# ---- apb_rr_arbiter ----
==> apb_rr_arbiter/logic_types.png <==
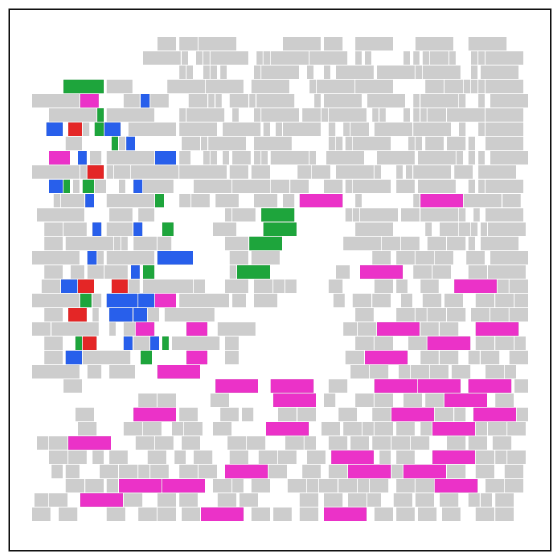

## src/rtl/apb_rr_arbiter.sv

```systemverilog
// apb_rr_arbiter: round-robin arbiter that shares one downstream APB bus
// between several core-side APB master ports. It owns the downstream
// SETUP/ACCESS sequencing itself and has a PREADY watchdog so that a hung
// slave cannot stall every core indefinitely.
module apb_rr_arbiter #(
    parameter int BUS_WIDTH      = 16,
    parameter int MASTER_PORTS   = 4,
    parameter int TIMEOUT_CYCLES = 255
) (
    input  logic                              clk,
    input  logic                              reset,
    input  logic [MASTER_PORTS*BUS_WIDTH-1:0] S_PADDR,
    input  logic [MASTER_PORTS-1:0]           S_PWRITE,
    input  logic [MASTER_PORTS-1:0]           S_PSELx,
    input  logic [MASTER_PORTS-1:0]           S_PENABLE,
    input  logic [MASTER_PORTS*BUS_WIDTH-1:0] S_PWDATA,
    output logic [MASTER_PORTS*BUS_WIDTH-1:0] S_PRDATA,
    output logic [MASTER_PORTS-1:0]           S_PREADY,
    output logic [BUS_WIDTH-1:0]              M_PADDR,
    output logic                              M_PWRITE,
    output logic                              M_PSEL,
    output logic                              M_PENABLE,
    output logic [BUS_WIDTH-1:0]              M_PWDATA,
    input  logic [BUS_WIDTH-1:0]              M_PRDATA,
    input  logic                              M_PREADY,
    output logic [MASTER_PORTS-1:0]           grant,
    output logic                              timeout_err
);

    localparam int IDX_W      = (MASTER_PORTS > 1) ? $clog2(MASTER_PORTS) : 1;
    localparam int WD_W       = (TIMEOUT_CYCLES > 1) ? $clog2(TIMEOUT_CYCLES) : 1;
    localparam int WD_MAX_INT = (TIMEOUT_CYCLES > 0) ? TIMEOUT_CYCLES - 1 : 0;
    localparam logic [WD_W-1:0]         WD_MAX  = WD_W'(WD_MAX_INT);
    localparam logic [MASTER_PORTS-1:0] ONE_HOT = MASTER_PORTS'(1);
    localparam logic [IDX_W-1:0]        LAST_RST = IDX_W'(MASTER_PORTS - 1);

    typedef enum logic [1:0] {
        IDLE,
        SETUP,
        ACCESS
    } state_t;

    state_t            state;
    logic [IDX_W-1:0]  g;
    logic [IDX_W-1:0]  last;
    logic [IDX_W-1:0]  next_g;
    logic              found;
    logic [WD_W-1:0]   wd_cnt;
    logic              timed_out;
    logic              done;

    // Core-side PENABLE is observed only; arbitration keys purely off PSEL.
    logic unused_penable;
    assign unused_penable = ^S_PENABLE;

    // Candidate index k steps after the previous owner, wrapping around.
    function automatic logic [IDX_W-1:0] rr_index(input logic [IDX_W-1:0] base, input int k);
        int sum;
        sum = (int'(base) + 1 + k) % MASTER_PORTS;
        return sum[IDX_W-1:0];
    endfunction

    // Round-robin search for the first requesting core after the last owner.
    always_comb begin
        next_g = '0;
        found  = 1'b0;
        for (int k = 0; k < MASTER_PORTS; k++) begin
            if (!found && S_PSELx[rr_index(last, k)]) begin
                next_g = rr_index(last, k);
                found  = 1'b1;
            end
        end
    end

    // Transfer ends on slave ready, or when the watchdog runs out first.
    always_comb begin
        timed_out = (TIMEOUT_CYCLES != 0) && (state == ACCESS) && !M_PREADY && (wd_cnt == WD_MAX);
        done      = (state == ACCESS) && (M_PREADY || timed_out);
    end

    // Main FSM: arbitrate in IDLE, then hold the grant through SETUP and ACCESS.
    always_ff @(posedge clk or posedge reset) begin
        if (reset) begin
            state       <= IDLE;
            g           <= '0;
            last        <= LAST_RST;
            grant       <= '0;
            M_PSEL      <= 1'b0;
            M_PENABLE   <= 1'b0;
            wd_cnt      <= '0;
            timeout_err <= 1'b0;
        end else begin
            case (state)
                IDLE: begin
                    if (found) begin
                        g      <= next_g;
                        grant  <= ONE_HOT << next_g;
                        M_PSEL <= 1'b1;
                        state  <= SETUP;
                    end
                end
                SETUP: begin
                    M_PENABLE <= 1'b1;
                    wd_cnt    <= '0;
                    state     <= ACCESS;
                end
                ACCESS: begin
                    if (done) begin
                        last      <= g;
                        wd_cnt    <= '0;
                        grant     <= '0;
                        M_PSEL    <= 1'b0;
                        M_PENABLE <= 1'b0;
                        state     <= IDLE;
                        if (timed_out) begin
                            timeout_err <= 1'b1;
                        end
                    end else begin
                        wd_cnt <= wd_cnt + WD_W'(1);
                    end
                end
                default: begin
                    state <= IDLE;
                end
            endcase
        end
    end

    // Downstream address/control/data follow the owning core while the bus is held.
    always_comb begin
        M_PADDR  = '0;
        M_PWRITE = 1'b0;
        M_PWDATA = '0;
        if (M_PSEL) begin
            M_PADDR  = S_PADDR[int'(g)*BUS_WIDTH +: BUS_WIDTH];
            M_PWRITE = S_PWRITE[g];
            M_PWDATA = S_PWDATA[int'(g)*BUS_WIDTH +: BUS_WIDTH];
        end
    end

    // Completion is returned only to the owner; a timeout returns all-ones data.
    always_comb begin
        S_PREADY = '0;
        S_PRDATA = '0;
        if (done) begin
            S_PREADY[g] = 1'b1;
            S_PRDATA[int'(g)*BUS_WIDTH +: BUS_WIDTH] = timed_out ? {BUS_WIDTH{1'b1}} : M_PRDATA;
        end
    end

endmodule

```

## config.mk

```make
export PLATFORM = sky130hd
export DESIGN_NAME = apb_rr_arbiter
export DESIGN_NICKNAME = d
export VERILOG_FILES = /design/src/rtl/apb_rr_arbiter.sv
export SDC_FILE = /design/constraint.sdc
export NUM_CORES = 1
export LEC_CHECK = 0
export CORE_MARGIN = 4
export CORE_UTILIZATION = 30
export DETAILED_ROUTE_END_ITERATION = 12
export PLACE_DENSITY = 0.78
export SYNTH_ARGS = -nofsm -noshare
export SYNTH_HDL_FRONTEND = slang
export SYNTH_SLANG_ARGS = --single-unit
```

## constraint.sdc

```tcl
create_clock -name clk -period 3.6 [get_ports clk]
set_input_delay 0.54 -clock clk [delete_from_list [all_inputs] [get_ports clk]]
set_output_delay 0.54 -clock clk [all_outputs]
set_load 0.05 [all_outputs]
```

# ---- alu_logic_issuer ----
`src/rtl/alu_logic_issuer.sv`:
```
// Handshaked driver for the combinational bitwise logic array: registers operands onto the array,
// waits SETTLE_CYCLES, then captures s into a held response. Optional parity output: ALU_LOGIC_PARITY_EN.
module alu_logic_issuer #(
  parameter int WIDTH         = 32,
  parameter int SETTLE_CYCLES = 1,
  parameter int CNT_W         = 16
) (
  input  logic             clk,
  input  logic             rst_n,
  input  logic             req_valid,
  output logic             req_ready,
  input  logic [WIDTH-1:0] req_a,
  input  logic [WIDTH-1:0] req_b,
  output logic [WIDTH-1:0] arr_a,
  output logic [WIDTH-1:0] arr_b,
  input  logic [WIDTH-1:0] arr_s,
  output logic             rsp_valid,
  input  logic             rsp_ready,
  output logic [WIDTH-1:0] rsp_data,
  output logic             rsp_zero,
`ifdef ALU_LOGIC_PARITY_EN
  output logic             rsp_parity,
`endif
  output logic [CNT_W-1:0] txn_count
);

  localparam int SC_W = 4;

  typedef enum logic [1:0] {IDLE, SETTLE, RESP} state_t;

  state_t            state_q;
  logic              req_ready_q;
  logic              rsp_valid_q;
  logic [SC_W-1:0]   cnt_q;
  logic [WIDTH-1:0]  arr_a_q;
  logic [WIDTH-1:0]  arr_b_q;
  logic [WIDTH-1:0]  rsp_data_q;
  logic              rsp_zero_q;
  logic [CNT_W-1:0]  txn_q;
  logic [CNT_W-1:0]  txn_d;
`ifdef ALU_LOGIC_PARITY_EN
  logic              rsp_parity_q;
`endif

  assign txn_d = txn_q + 1'b1;

  always_ff @(posedge clk or negedge rst_n) begin
    if (!rst_n) begin
      state_q      <= IDLE;
      req_ready_q  <= 1'b1;
      rsp_valid_q  <= 1'b0;
      cnt_q        <= '0;
      arr_a_q      <= '0;
      arr_b_q      <= '0;
      rsp_data_q   <= '0;
      rsp_zero_q   <= 1'b0;
      txn_q        <= '0;
`ifdef ALU_LOGIC_PARITY_EN
      rsp_parity_q <= 1'b0;
`endif
    end else begin
      case (state_q)
        IDLE: begin
          if (req_valid && req_ready_q) begin
            arr_a_q     <= req_a;
            arr_b_q     <= req_b;
            cnt_q       <= SC_W'(SETTLE_CYCLES);
            req_ready_q <= 1'b0;
            state_q     <= SETTLE;
          end
        end
        SETTLE: begin
          // The array output is only trusted on the final settle edge.
          if (cnt_q == SC_W'(1)) begin
            rsp_data_q   <= arr_s;
            rsp_zero_q   <= (arr_s == '0);
`ifdef ALU_LOGIC_PARITY_EN
            rsp_parity_q <= ^arr_s;
`endif
            rsp_valid_q  <= 1'b1;
            state_q      <= RESP;
          end else begin
            cnt_q <= cnt_q - SC_W'(1);
          end
        end
        RESP: begin
          if (rsp_ready) begin
            rsp_valid_q <= 1'b0;
            req_ready_q <= 1'b1;
            txn_q       <= txn_d;
            state_q     <= IDLE;
          end
        end
        default: begin
          state_q     <= IDLE;
          req_ready_q <= 1'b1;
          rsp_valid_q <= 1'b0;
        end
      endcase
    end
  end

  assign req_ready  = req_ready_q;
  assign rsp_valid  = rsp_valid_q;
  assign arr_a      = arr_a_q;
  assign arr_b      = arr_b_q;
  assign rsp_data   = rsp_data_q;
  assign rsp_zero   = rsp_zero_q;
  assign txn_count  = txn_q;
`ifdef ALU_LOGIC_PARITY_EN
  assign rsp_parity = rsp_parity_q;
`endif

endmodule

```
`config.mk`:
```
export PLATFORM = sky130hd
export DESIGN_NAME = alu_logic_issuer
export DESIGN_NICKNAME = d
export VERILOG_FILES = /design/src/rtl/alu_logic_issuer.sv
export SDC_FILE = /design/constraint.sdc
export NUM_CORES = 1
export LEC_CHECK = 0
export CAP_MARGIN = 20
export CORE_ASPECT_RATIO = 2
export CORE_MARGIN = 10
export CORE_UTILIZATION = 42
export CTS_CLUSTER_SIZE = 40
export DETAILED_ROUTE_END_ITERATION = 6
export GPL_TIMING_DRIVEN = 0
export PLACE_DENSITY_LB_ADDON = 0.05
export SLEW_MARGIN = 15
export SYNTH_ARGS = -nofsm -noshare
export SYNTH_HDL_FRONTEND = slang
export SYNTH_SLANG_ARGS = --single-unit
```
`constraint.sdc`:
```
create_clock -name clk -period 1.9 [get_ports clk]
set_input_delay 0.285 -clock clk [delete_from_list [all_inputs] [get_ports clk]]
set_output_delay 0.285 -clock clk [all_outputs]
set_load 0.01 [all_outputs]
```

## Gallery

Routed metal, one colour a layer.
Only two layers are drawn.
(a)
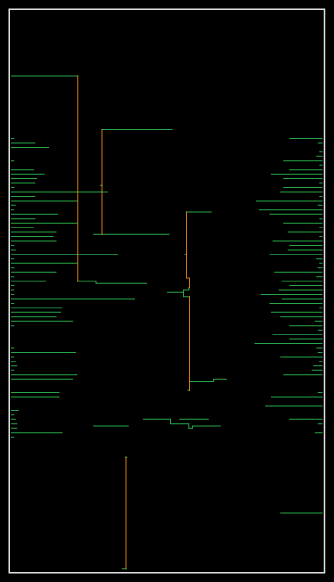
(b)
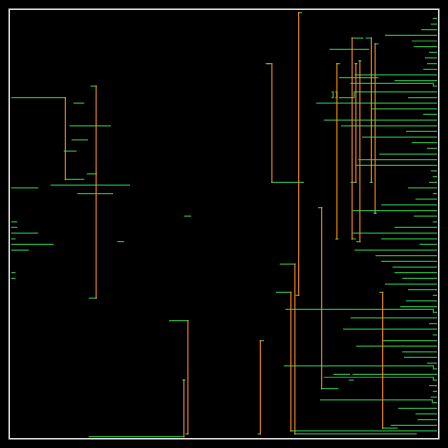
- alu_logic_issuer = (a)
- apb_rr_arbiter = (b)

Key to (b):
[metal 3] green | wire length: 1040 um
[metal 4] orange | wire length: 620 um

==> apb_rr_arbiter/congestion.png <==
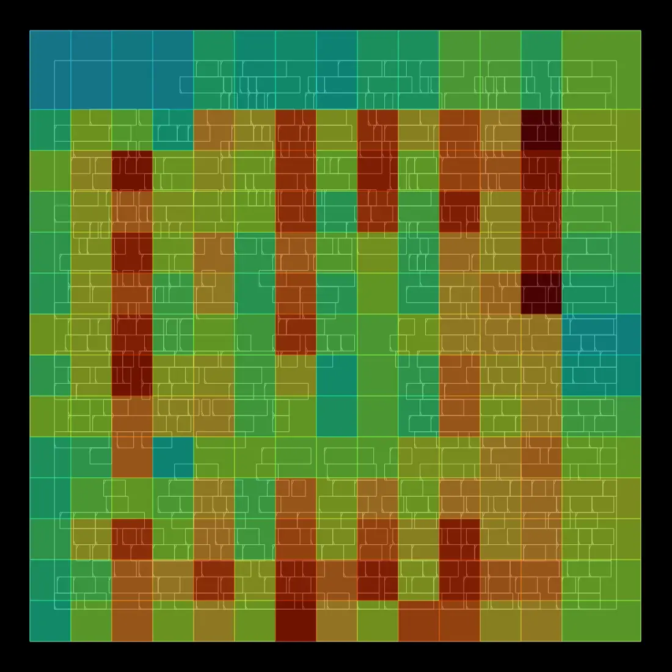
detail-routed net length per standard cell: 21.1 um
met2 track demand over resource: 44.6%
routing usage on met3: 5.35%
met1 global-route usage: 26.1%
core utilization of the finished layout: 69.6%

Notes on apb_rr_arbiter/logic_types.png above:
[AND-OR and OR-AND gates] red | cells: 6 | where: middle left
[inverting AOI/OAI gates] blue | cells: 22
[multiplexers] magenta | cells: 39
[NAND gates] green | cells: 17
Finished Layout Cells: 650
most common logic cell in the routed design: sky130_fd_sc_hd__clkdlybuf4s50_1
fraction of area in multi-input gates: 33.7%

==> run notes, apb_rr_arbiter <==
The layout was made with Yosys and OpenROAD.

The end of the worst register-to-register path is grant[3]. The run finished with clean final reports. The post-synthesis cell type with the largest instance count is sky130_fd_sc_hd__nor2_1.

In this run the deepest clock path goes through 2 buffers. The first TritonRoute pass finished after 4 iterations. The delay of the slowest cell on the worst path is 500 ps. The pin count of the biggest net entering global routing is 36. In this run, post-CTS repair resized a total of 0 instances. The combinational power is 2.76 mW. The group with the largest share of power is combinational cells. The number of top-level pins is 267.

During placement, the flow inserted port buffers numbering 262. The area fraction in mux cells is 29.9%. The cell sequence reported for the critical path is buf_4 > inv_1 > ha_1 > nor4bb_1 > nand3_4 > nor2_1 > buf_12. The adder-cell share of the synthesized area is 5.55%. The headroom to the max-slew limit is 36.2%. The remaining global-route overflow is 0. The type of destination of the critical path is an output port. The area of the placeable core is 8760 um2. The critical path class is reg2out. The startpoint identified for the worst register-to-register timing path is wd_cnt[0].
-- apb_rr_arbiter: layout make-up --
cell class | instances | area [um2]
tap | 108 | 135
clock buffer | 4 | 45.0
antenna | 2 | 5.00
sequential | 21 | 529
fill | 657 | 2660
timing repair buffer | 268 | 3300
multi-input combinational | 239 | 2060
inverter | 8 | 30.0
-- apb_rr_arbiter: worst register-to-register path, stage by stage, from the launching register on --
cell	delay (ps)
sky130_fd_sc_hd__dfrtp_1	420
sky130_fd_sc_hd__inv_1	70
sky130_fd_sc_hd__ha_1	150
sky130_fd_sc_hd__nand3_1	220
sky130_fd_sc_hd__o21bai_2	590
sky130_fd_sc_hd__o211ai_2	270
sky130_fd_sc_hd__a22o_1	290
-- apb_rr_arbiter: per-stage QoR --
| step | std cells | hold WS (ps) | cell area (um2) | setup WS (ps) |
|---|---|---|---|---|
| after floorplan | 287 | 502 | 2710 | 293 |
| after global placement | 644 | 455 | 6050 | 722 |
| after detailed placement | 644 | 461 | 6050 | 684 |
| after CTS | 648 | 478 | 6100 | 421 |
| after global routing | 650 | 511 | 6100 | 275 |
| final | 650 | 477 | 6100 | 450 |
==> alu_logic_issuer/congestion.png <==
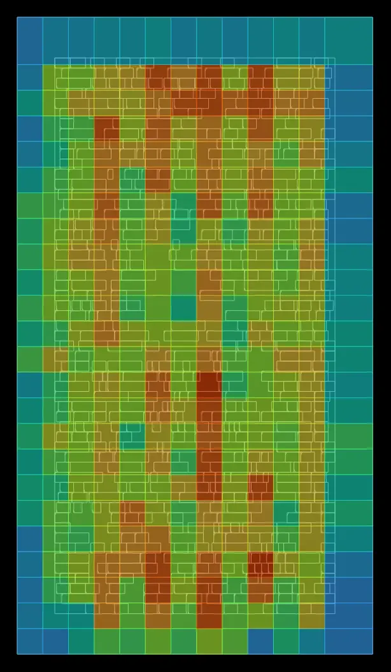
core utilization of the finished layout: 69.3%
routing usage on met3: 6.90%
met2 track demand over resource: 29.9%
met1 global-route usage: 15.8%
detail-routed net length per standard cell: 18.9 um

==> alu_logic_issuer/logic_types.png <==
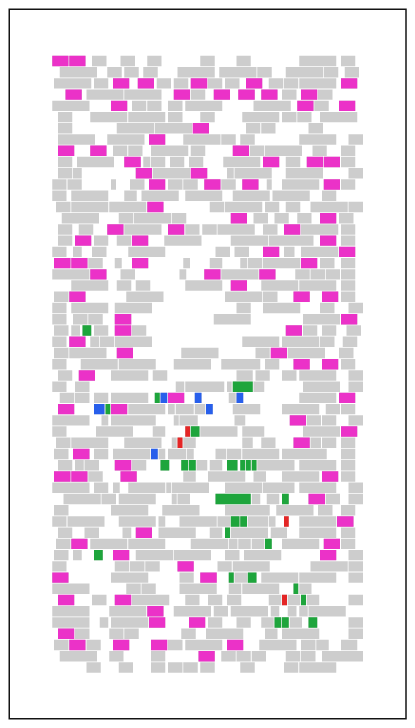
[multiplexers] magenta | cells: 97 | where: widely spread
[inverters] red | cells: 4
[inverting AOI/OAI gates] blue | cells: 6 | where: centre
[NAND gates] green | cells: 26
fraction of area in multi-input gates: 21.9%
Finished Layout Cells: 709

==> run notes, alu_logic_issuer <==
The layout was made with Yosys and OpenROAD.

The critical path class is reg2reg. The synthesized-area fraction occupied by xor and xnor cells is 3.09%. The worst-case vdd ir drop is 0.840 mV. Multiplexer cells account for 22.7% of the synthesized area. For reference, the top cells by area after synthesis are sky130_fd_sc_hd__dfrtp_1 62%, sky130_fd_sc_hd__mux2_2 23%, sky130_fd_sc_hd__xnor2_1 2.0%. The synth_stat.txt file lists the number of cells as 318. The clock slew seen by the registers of the worst setup and hold paths is 50 ps. The maximum count of clock buffers along a single path is 2. The count of clock tree sinks is 121. The via count of the first global-routing pass is 3870. For this block, the via count after detailed routing is 3439. After routing the design area is 7820 um2. The floorplan-stage core utilization is 42.7%.

In the synthesis report, Yosys lists the chip area as 4820 um2. The synthesis report gives the async set-or-reset register share as 100%. 0 antenna diodes ended up in the layout.

The critical path's slowest stage uses the library cell sky130_fd_sc_hd__dfrtp_1. The run finished with clean final reports. The highest routing layer actually used is met4. Based on the critical path, the design can be clocked at up to 0.555 GHz. The setup slack after layout is 99.2 ps.

The most used routing layer is met2. Per the run summary, max-cap violations total 0. The CTS report gives the tree buffer count as 17.
## alu_logic_issuer: how the worst min path moves through the flow
stage,start,to,slack [ps]
CTS,rst_n,txn_count[15],410
global placement,rsp_zero,rsp_zero,460
global route,rst_n,txn_count[12],440
detailed placement,rst_n,txn_count[15],280
floorplan,rst_n,arr_a[0],-10
finish,rst_n,txn_count[15],400
## alu_logic_issuer: power by group through the flow
| stage | sequential [mW] | clock, mW | combinational [mW] |
|---|---|---|---|
| after floorplan | 4.66 | 0 | 1.19 |
| after global placement | 4.18 | 0 | 4.29 |
| after detailed placement | 4.23 | 0 | 4.36 |
| after CTS | 4.20 | 3.41 | 4.38 |
| after global routing | 4.34 | 3.54 | 4.58 |
| final | 4.19 | 3.34 | 4.28 |
## alu_logic_issuer: area by class of cell
class | instances | area, um2 | area share [%]
Sequential cell | 121 | 3030 | 38.8
Timing Repair Buffer | 217 | 2190 | 28.0
Multi-Input combinational cell | 182 | 1710 | 21.9
Clock buffer | 20 | 447 | 5.71
Tap cell | 142 | 178 | 2.27
Clock inverter | 12 | 174 | 2.23
Buffer | 11 | 71.3 | 0.912
Inverter | 4 | 15.0 | 0.192

# ---- coin_acceptor_flat ----
`src/rtl/coin_pkg.sv`:
```
// Shared coin codes and acceptor state encoding; the vending FSM reuses the codes.
package coin_pkg;

   localparam logic [1:0] COIN_NONE = 2'b00;
   localparam logic [1:0] COIN_5    = 2'b01;
   localparam logic [1:0] COIN_10   = 2'b10;

   typedef enum logic [2:0] {
      IDLE,
      QUALIFY,
      WAIT_RELEASE,
      REJECT,
      JAM
   } acc_state_t;

endpackage

```
`src/rtl/coin_acceptor_if.sv`:
```
// Coin-slot sensor inputs and classified-coin outputs between the slot and the vending FSM.
interface coin_acceptor_if;

   logic       sense5_raw;
   logic       sense10_raw;
   logic       inhibit;
   logic [1:0] coin;
   logic       reject_gate;
   logic       jam;
   logic [7:0] accepted_cnt;

   modport master (
      output sense5_raw, sense10_raw, inhibit,
      input  coin, reject_gate, jam, accepted_cnt
   );

   modport slave (
      input  sense5_raw, sense10_raw, inhibit,
      output coin, reject_gate, jam, accepted_cnt
   );

endinterface

```
`src/rtl/sync2.sv`:
```
// Two-flop synchroniser for one asynchronous level input, cleared by synchronous reset.
module sync2 (
   input  logic clk,
   input  logic rst,
   input  logic d_i,
   output logic q_o
);

   logic meta_q, meta_d;
   logic sync_q, sync_d;

   always_comb begin
      meta_d = d_i;
      sync_d = meta_q;
   end

   always_ff @(posedge clk) begin
      if (rst) begin
         meta_q <= 1'b0;
         sync_q <= 1'b0;
      end else begin
         meta_q <= meta_d;
         sync_q <= sync_d;
      end
   end

   assign q_o = sync_q;

endmodule

```
`src/rtl/coin_acceptor.sv`:
```
// Synchronises and debounces the coin sensors, classifies each coin, and drives
// the reject chute and jam flag.
module coin_acceptor
   import coin_pkg::*;
#(
   parameter int unsigned DEB_CYCLES    = 4,
   parameter int unsigned JAM_CYCLES    = 64,
   parameter int unsigned REJECT_CYCLES = 8
) (
   input logic            clk,
   input logic            rst,
   coin_acceptor_if.slave bus
);

   localparam int unsigned CntMax = (JAM_CYCLES > REJECT_CYCLES) ? JAM_CYCLES : REJECT_CYCLES;
   localparam int unsigned CW     = $clog2(CntMax + 1);

   localparam logic [CW-1:0] DebLast = CW'(DEB_CYCLES - 1);
   localparam logic [CW-1:0] JamLast = CW'(JAM_CYCLES - 1);
   localparam logic [CW-1:0] RejLast = CW'(REJECT_CYCLES - 1);

   logic s5, s10;

   acc_state_t    state_q, state_d;
   logic [CW-1:0] cnt_q, cnt_d;
   logic [CW-1:0] hi_q, hi_d;
   logic          is10_q, is10_d;
   logic [1:0]    coin_q, coin_d;
   logic          reject_q, reject_d;
   logic          jam_q, jam_d;
   logic [7:0]    acc_q, acc_d;
   logic          emit;
   logic          lat, oth, both_low;

   sync2 u_sync5 (.clk(clk), .rst(rst), .d_i(bus.sense5_raw), .q_o(s5));
   sync2 u_sync10 (.clk(clk), .rst(rst), .d_i(bus.sense10_raw), .q_o(s10));

   function automatic logic [CW-1:0] sat_inc(input logic [CW-1:0] v);
      return (v == '1) ? v : v + 1'b1;
   endfunction

   always_ff @(posedge clk) begin
      if (rst) begin
         state_q  <= IDLE;
         cnt_q    <= '0;
         hi_q     <= '0;
         is10_q   <= 1'b0;
         coin_q   <= COIN_NONE;
         reject_q <= 1'b0;
         jam_q    <= 1'b0;
         acc_q    <= '0;
      end else begin
         state_q  <= state_d;
         cnt_q    <= cnt_d;
         hi_q     <= hi_d;
         is10_q   <= is10_d;
         coin_q   <= coin_d;
         reject_q <= reject_d;
         jam_q    <= jam_d;
         acc_q    <= acc_d;
      end
   end

   always_comb begin
      state_d  = state_q;
      cnt_d    = cnt_q;
      hi_d     = hi_q;
      is10_d   = is10_q;
      emit     = 1'b0;
      lat      = is10_q ? s10 : s5;
      oth      = is10_q ? s5 : s10;
      both_low = !s5 && !s10;
      case (state_q)
         IDLE: begin
            if (s5 && s10) begin
               state_d = REJECT;
               cnt_d   = '0;
            end else if (s5 || s10) begin
               state_d = QUALIFY;
               cnt_d   = CW'(1);
               is10_d  = s10;
            end
         end
         QUALIFY: begin
            if (oth) begin
               state_d = REJECT;
               cnt_d   = '0;
            end else if (!lat) begin
               state_d = IDLE;
               cnt_d   = '0;
            end else if (cnt_q == DebLast) begin
               // Qualification cycle: the only point where inhibit is looked at.
               cnt_d = '0;
               hi_d  = '0;
               if (bus.inhibit) begin
                  state_d = REJECT;
               end else begin
                  state_d = WAIT_RELEASE;
                  emit    = 1'b1;
               end
            end else begin
               cnt_d = sat_inc(cnt_q);
            end
         end
         WAIT_RELEASE: begin
            if (both_low) begin
               if (cnt_q == DebLast) begin
                  state_d = IDLE;
                  cnt_d   = '0;
               end else begin
                  cnt_d = sat_inc(cnt_q);
               end
            end else begin
               cnt_d = '0;
               if (hi_q == JamLast) begin
                  state_d = JAM;
               end else begin
                  hi_d = sat_inc(hi_q);
               end
            end
         end
         REJECT: begin
            if (cnt_q == RejLast) begin
               state_d = WAIT_RELEASE;
               cnt_d   = '0;
               hi_d    = '0;
            end else begin
               cnt_d = sat_inc(cnt_q);
            end
         end
         JAM: begin
            if (!both_low) begin
               cnt_d = '0;
            end else if (cnt_q == DebLast) begin
               state_d = IDLE;
               cnt_d   = '0;
            end else begin
               cnt_d = sat_inc(cnt_q);
            end
         end
         default: begin
            state_d = IDLE;
            cnt_d   = '0;
         end
      endcase
   end

   // Outputs are registered alongside the state they describe.
   always_comb begin
      coin_d   = emit ? (is10_q ? COIN_10 : COIN_5) : COIN_NONE;
      reject_d = (state_d == REJECT);
      jam_d    = (state_d == JAM);
      acc_d    = acc_q + {7'd0, emit};
   end

   assign bus.coin         = coin_q;
   assign bus.reject_gate  = reject_q;
   assign bus.jam          = jam_q;
   assign bus.accepted_cnt = acc_q;

endmodule

```
`src/flat_wrapper.sv`:
```
// flat-port wrapper written by rule: the top's interface ports become plain ports
module coin_acceptor_flat import coin_pkg::*;
#(
   parameter int unsigned DEB_CYCLES    = 4,
   parameter int unsigned JAM_CYCLES    = 64,
   parameter int unsigned REJECT_CYCLES = 8
)
  (clk, rst, bus_sense5_raw, bus_sense10_raw, bus_inhibit, bus_coin, bus_reject_gate, bus_jam, bus_accepted_cnt);
  coin_acceptor_if bus_i ();
  input logic clk;
  input logic rst;
  input wire logic [$bits(bus_i.sense5_raw)-1:0] bus_sense5_raw;
  input wire logic [$bits(bus_i.sense10_raw)-1:0] bus_sense10_raw;
  input wire logic [$bits(bus_i.inhibit)-1:0] bus_inhibit;
  output wire logic [$bits(bus_i.coin)-1:0] bus_coin;
  output wire logic [$bits(bus_i.reject_gate)-1:0] bus_reject_gate;
  output wire logic [$bits(bus_i.jam)-1:0] bus_jam;
  output wire logic [$bits(bus_i.accepted_cnt)-1:0] bus_accepted_cnt;
  assign bus_i.sense5_raw = bus_sense5_raw;
  assign bus_i.sense10_raw = bus_sense10_raw;
  assign bus_i.inhibit = bus_inhibit;
  assign bus_coin = bus_i.coin;
  assign bus_reject_gate = bus_i.reject_gate;
  assign bus_jam = bus_i.jam;
  assign bus_accepted_cnt = bus_i.accepted_cnt;
  coin_acceptor #(.DEB_CYCLES(DEB_CYCLES), .JAM_CYCLES(JAM_CYCLES), .REJECT_CYCLES(REJECT_CYCLES)) u_core (.clk(clk), .rst(rst), .bus(bus_i));
endmodule
```
`config.mk`:
```
export PLATFORM = sky130hd
export DESIGN_NAME = coin_acceptor_flat
export DESIGN_NICKNAME = d
export VERILOG_FILES = /design/src/rtl/coin_pkg.sv /design/src/rtl/coin_acceptor_if.sv /design/src/rtl/sync2.sv /design/src/rtl/coin_acceptor.sv /design/src/flat_wrapper.sv
export SDC_FILE = /design/constraint.sdc
export NUM_CORES = 1
export LEC_CHECK = 0
export CORE_MARGIN = 4
export CORE_UTILIZATION = 45
export DETAILED_ROUTE_END_ITERATION = 6
export PLACE_DENSITY = 0.65
export SYNTH_ARGS = -nofsm -noshare
export SYNTH_HDL_FRONTEND = slang
export SYNTH_SLANG_ARGS = --single-unit
```
`constraint.sdc`:
```
create_clock -name clk -period 3.24 [get_ports clk]
set_input_delay 0.81 -clock clk [delete_from_list [all_inputs] [get_ports clk]]
set_output_delay 0.81 -clock clk [all_outputs]
set_load 0.05 [all_outputs]
```
==> coin_acceptor_flat/flops_by_reg.png <==
Scale bar: 20 um.
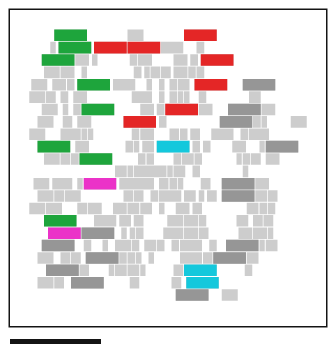
[`u_core.state_q`] cyan | sequential cells: 3
[`u_core.bus.accepted_cnt`] green | sequential cells: 8
[`u_core.bus.coin`] magenta | sequential cells: 2
[`u_core.cnt_q`] red | sequential cells: 7 | where: top centre
not coloured: 14

==> coin_acceptor_flat/sizes.png <==
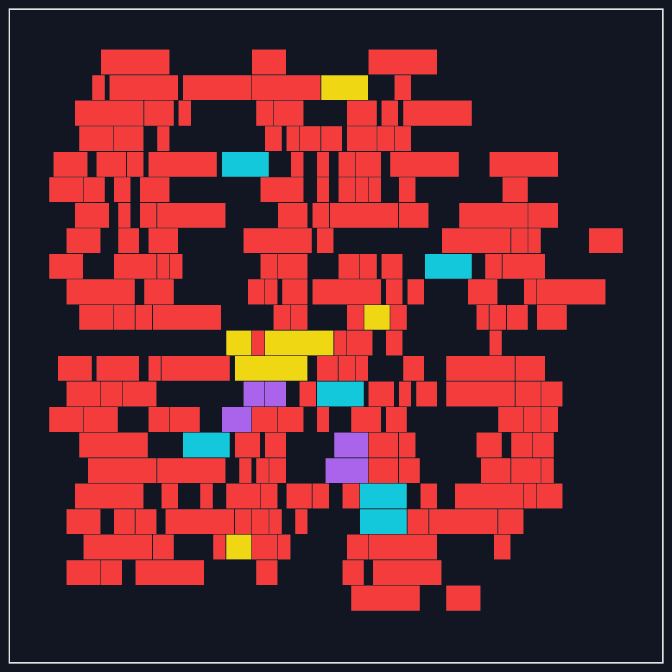
[_0 and _1 cells] red | cells: 194 | most used: dfxtp_1
[_3 and _4 cells] yellow | cells: 6 | most used: buf_4
[_6 and larger] cyan | cells: 6 | most used: clkbuf_8
[_2 cells] purple | cells: 5 | most used: or2_2

==> coin_acceptor_flat/logic_types.png <==
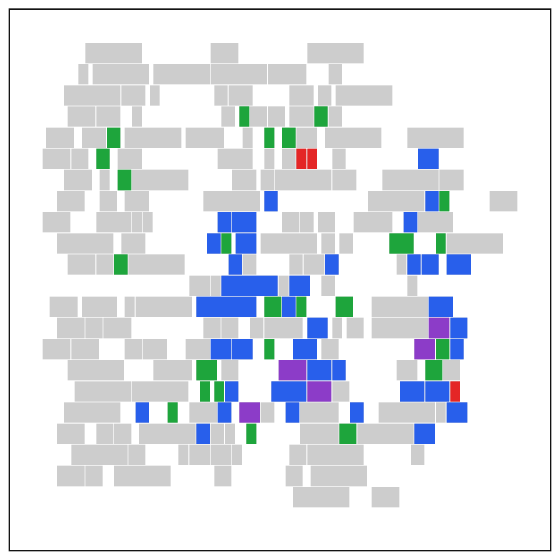
[AND-OR and OR-AND gates] purple | cells: 5
[inverters] red | cells: 3
[inverting AOI/OAI gates] blue | cells: 37
[NAND gates] green | cells: 24
fraction of area in multi-input gates: 48.6%
Finished Layout Cells: 259

==> run notes <==
The layout was made with Yosys and OpenROAD.

The flow ran to the end, and the final reports show no timing, DRC or antenna violations. In this run the static leakage power is 0.656 nW. The count of nets left with antenna violations after detail routing is 0.

For the worst reg-to-reg path, the endpoint reported by OpenROAD is u_core.bus.accepted_cnt[5]. The clock-net power is 0.302 mW. The slowest library cell on the worst path is sky130_fd_sc_hd__or4b_4. The initial antenna violation count is 0. The critical path launch point type is a register. Synthesis produced a netlist with a net count of 205. The flow reports that combinational logic draws 7.6% of the design power.

The endpoint of the most critical setup path is u_core.bus.accepted_cnt[5]. The final non-filler cell area is 1980 um2. The wire-length estimate of the detail-placed layout is 2.78 mm. Per the synthesis report, the XOR/XNOR share of the synthesized area is 5.67%.

The flop count is 34. The final routed wire length divided by cell count is 14.9 um. Sequential cells account for 54.4% of the total power. The portion of the layout cell area used by non-clock buffers is 9.23%.

The H-tree level count is 2. The kind of cell with the highest combined delay along the critical path is simple AND/OR/NAND/NOR gates. The depth of the critical timing path with buffers and inverters included is 10. The path type of the worst min-delay path is reg2reg. The number of top-level pins is 17.
-- cells in the final DEF (no fill, tap or decap), drive strengths merged, types with 4 or more instances in the layout --
cell type	instances
dfxtp	34
clkbuf	6
nor2b	11
a211oi	6
o21ai	6
a21oi	11
nor3	18
nor2	18
nand3	7
clkdlybuf4s50	16
ha	4
nand2	11
xnor2	7
xor2	4
nor4	4
-- per-layer routing --
| metal | share of wire [%] | GRT usage (%) |
|---|---|---|
| met1 | 44 | 19.4 |
| met2 | 50 | 28.9 |
| met3 | 4.4 | 5.36 |
| met4 | 2.1 | 7.16 |
| met5 | 0 | 0 |
-- sequential cells by signal, indices dropped and copies added (netlist names) --
name / count
u_core.bus.accepted_cnt: 8
u_core.bus.coin: 2
u_core.bus.jam: 1
u_core.bus.reject_gate: 1
u_core.cnt_q: 7
u_core.hi_q: 7
u_core.is10_q: 1
u_core.state_q: 3
u_core.u_sync10.meta_q: 1
u_core.u_sync10.q_o: 1
u_core.u_sync5.meta_q: 1
u_core.u_sync5.q_o: 1
-- logic make-up (layout without fill, tap and decap cells) --
logic type,after synthesis,in the layout
simple gates,91,91
compound gates,42,42
xor+xnor,11,11
fa+ha+maj,4,4
flops,34,34
buf+inv,13,28
mux,1,1

Power is estimated from default activity; no workload was simulated.
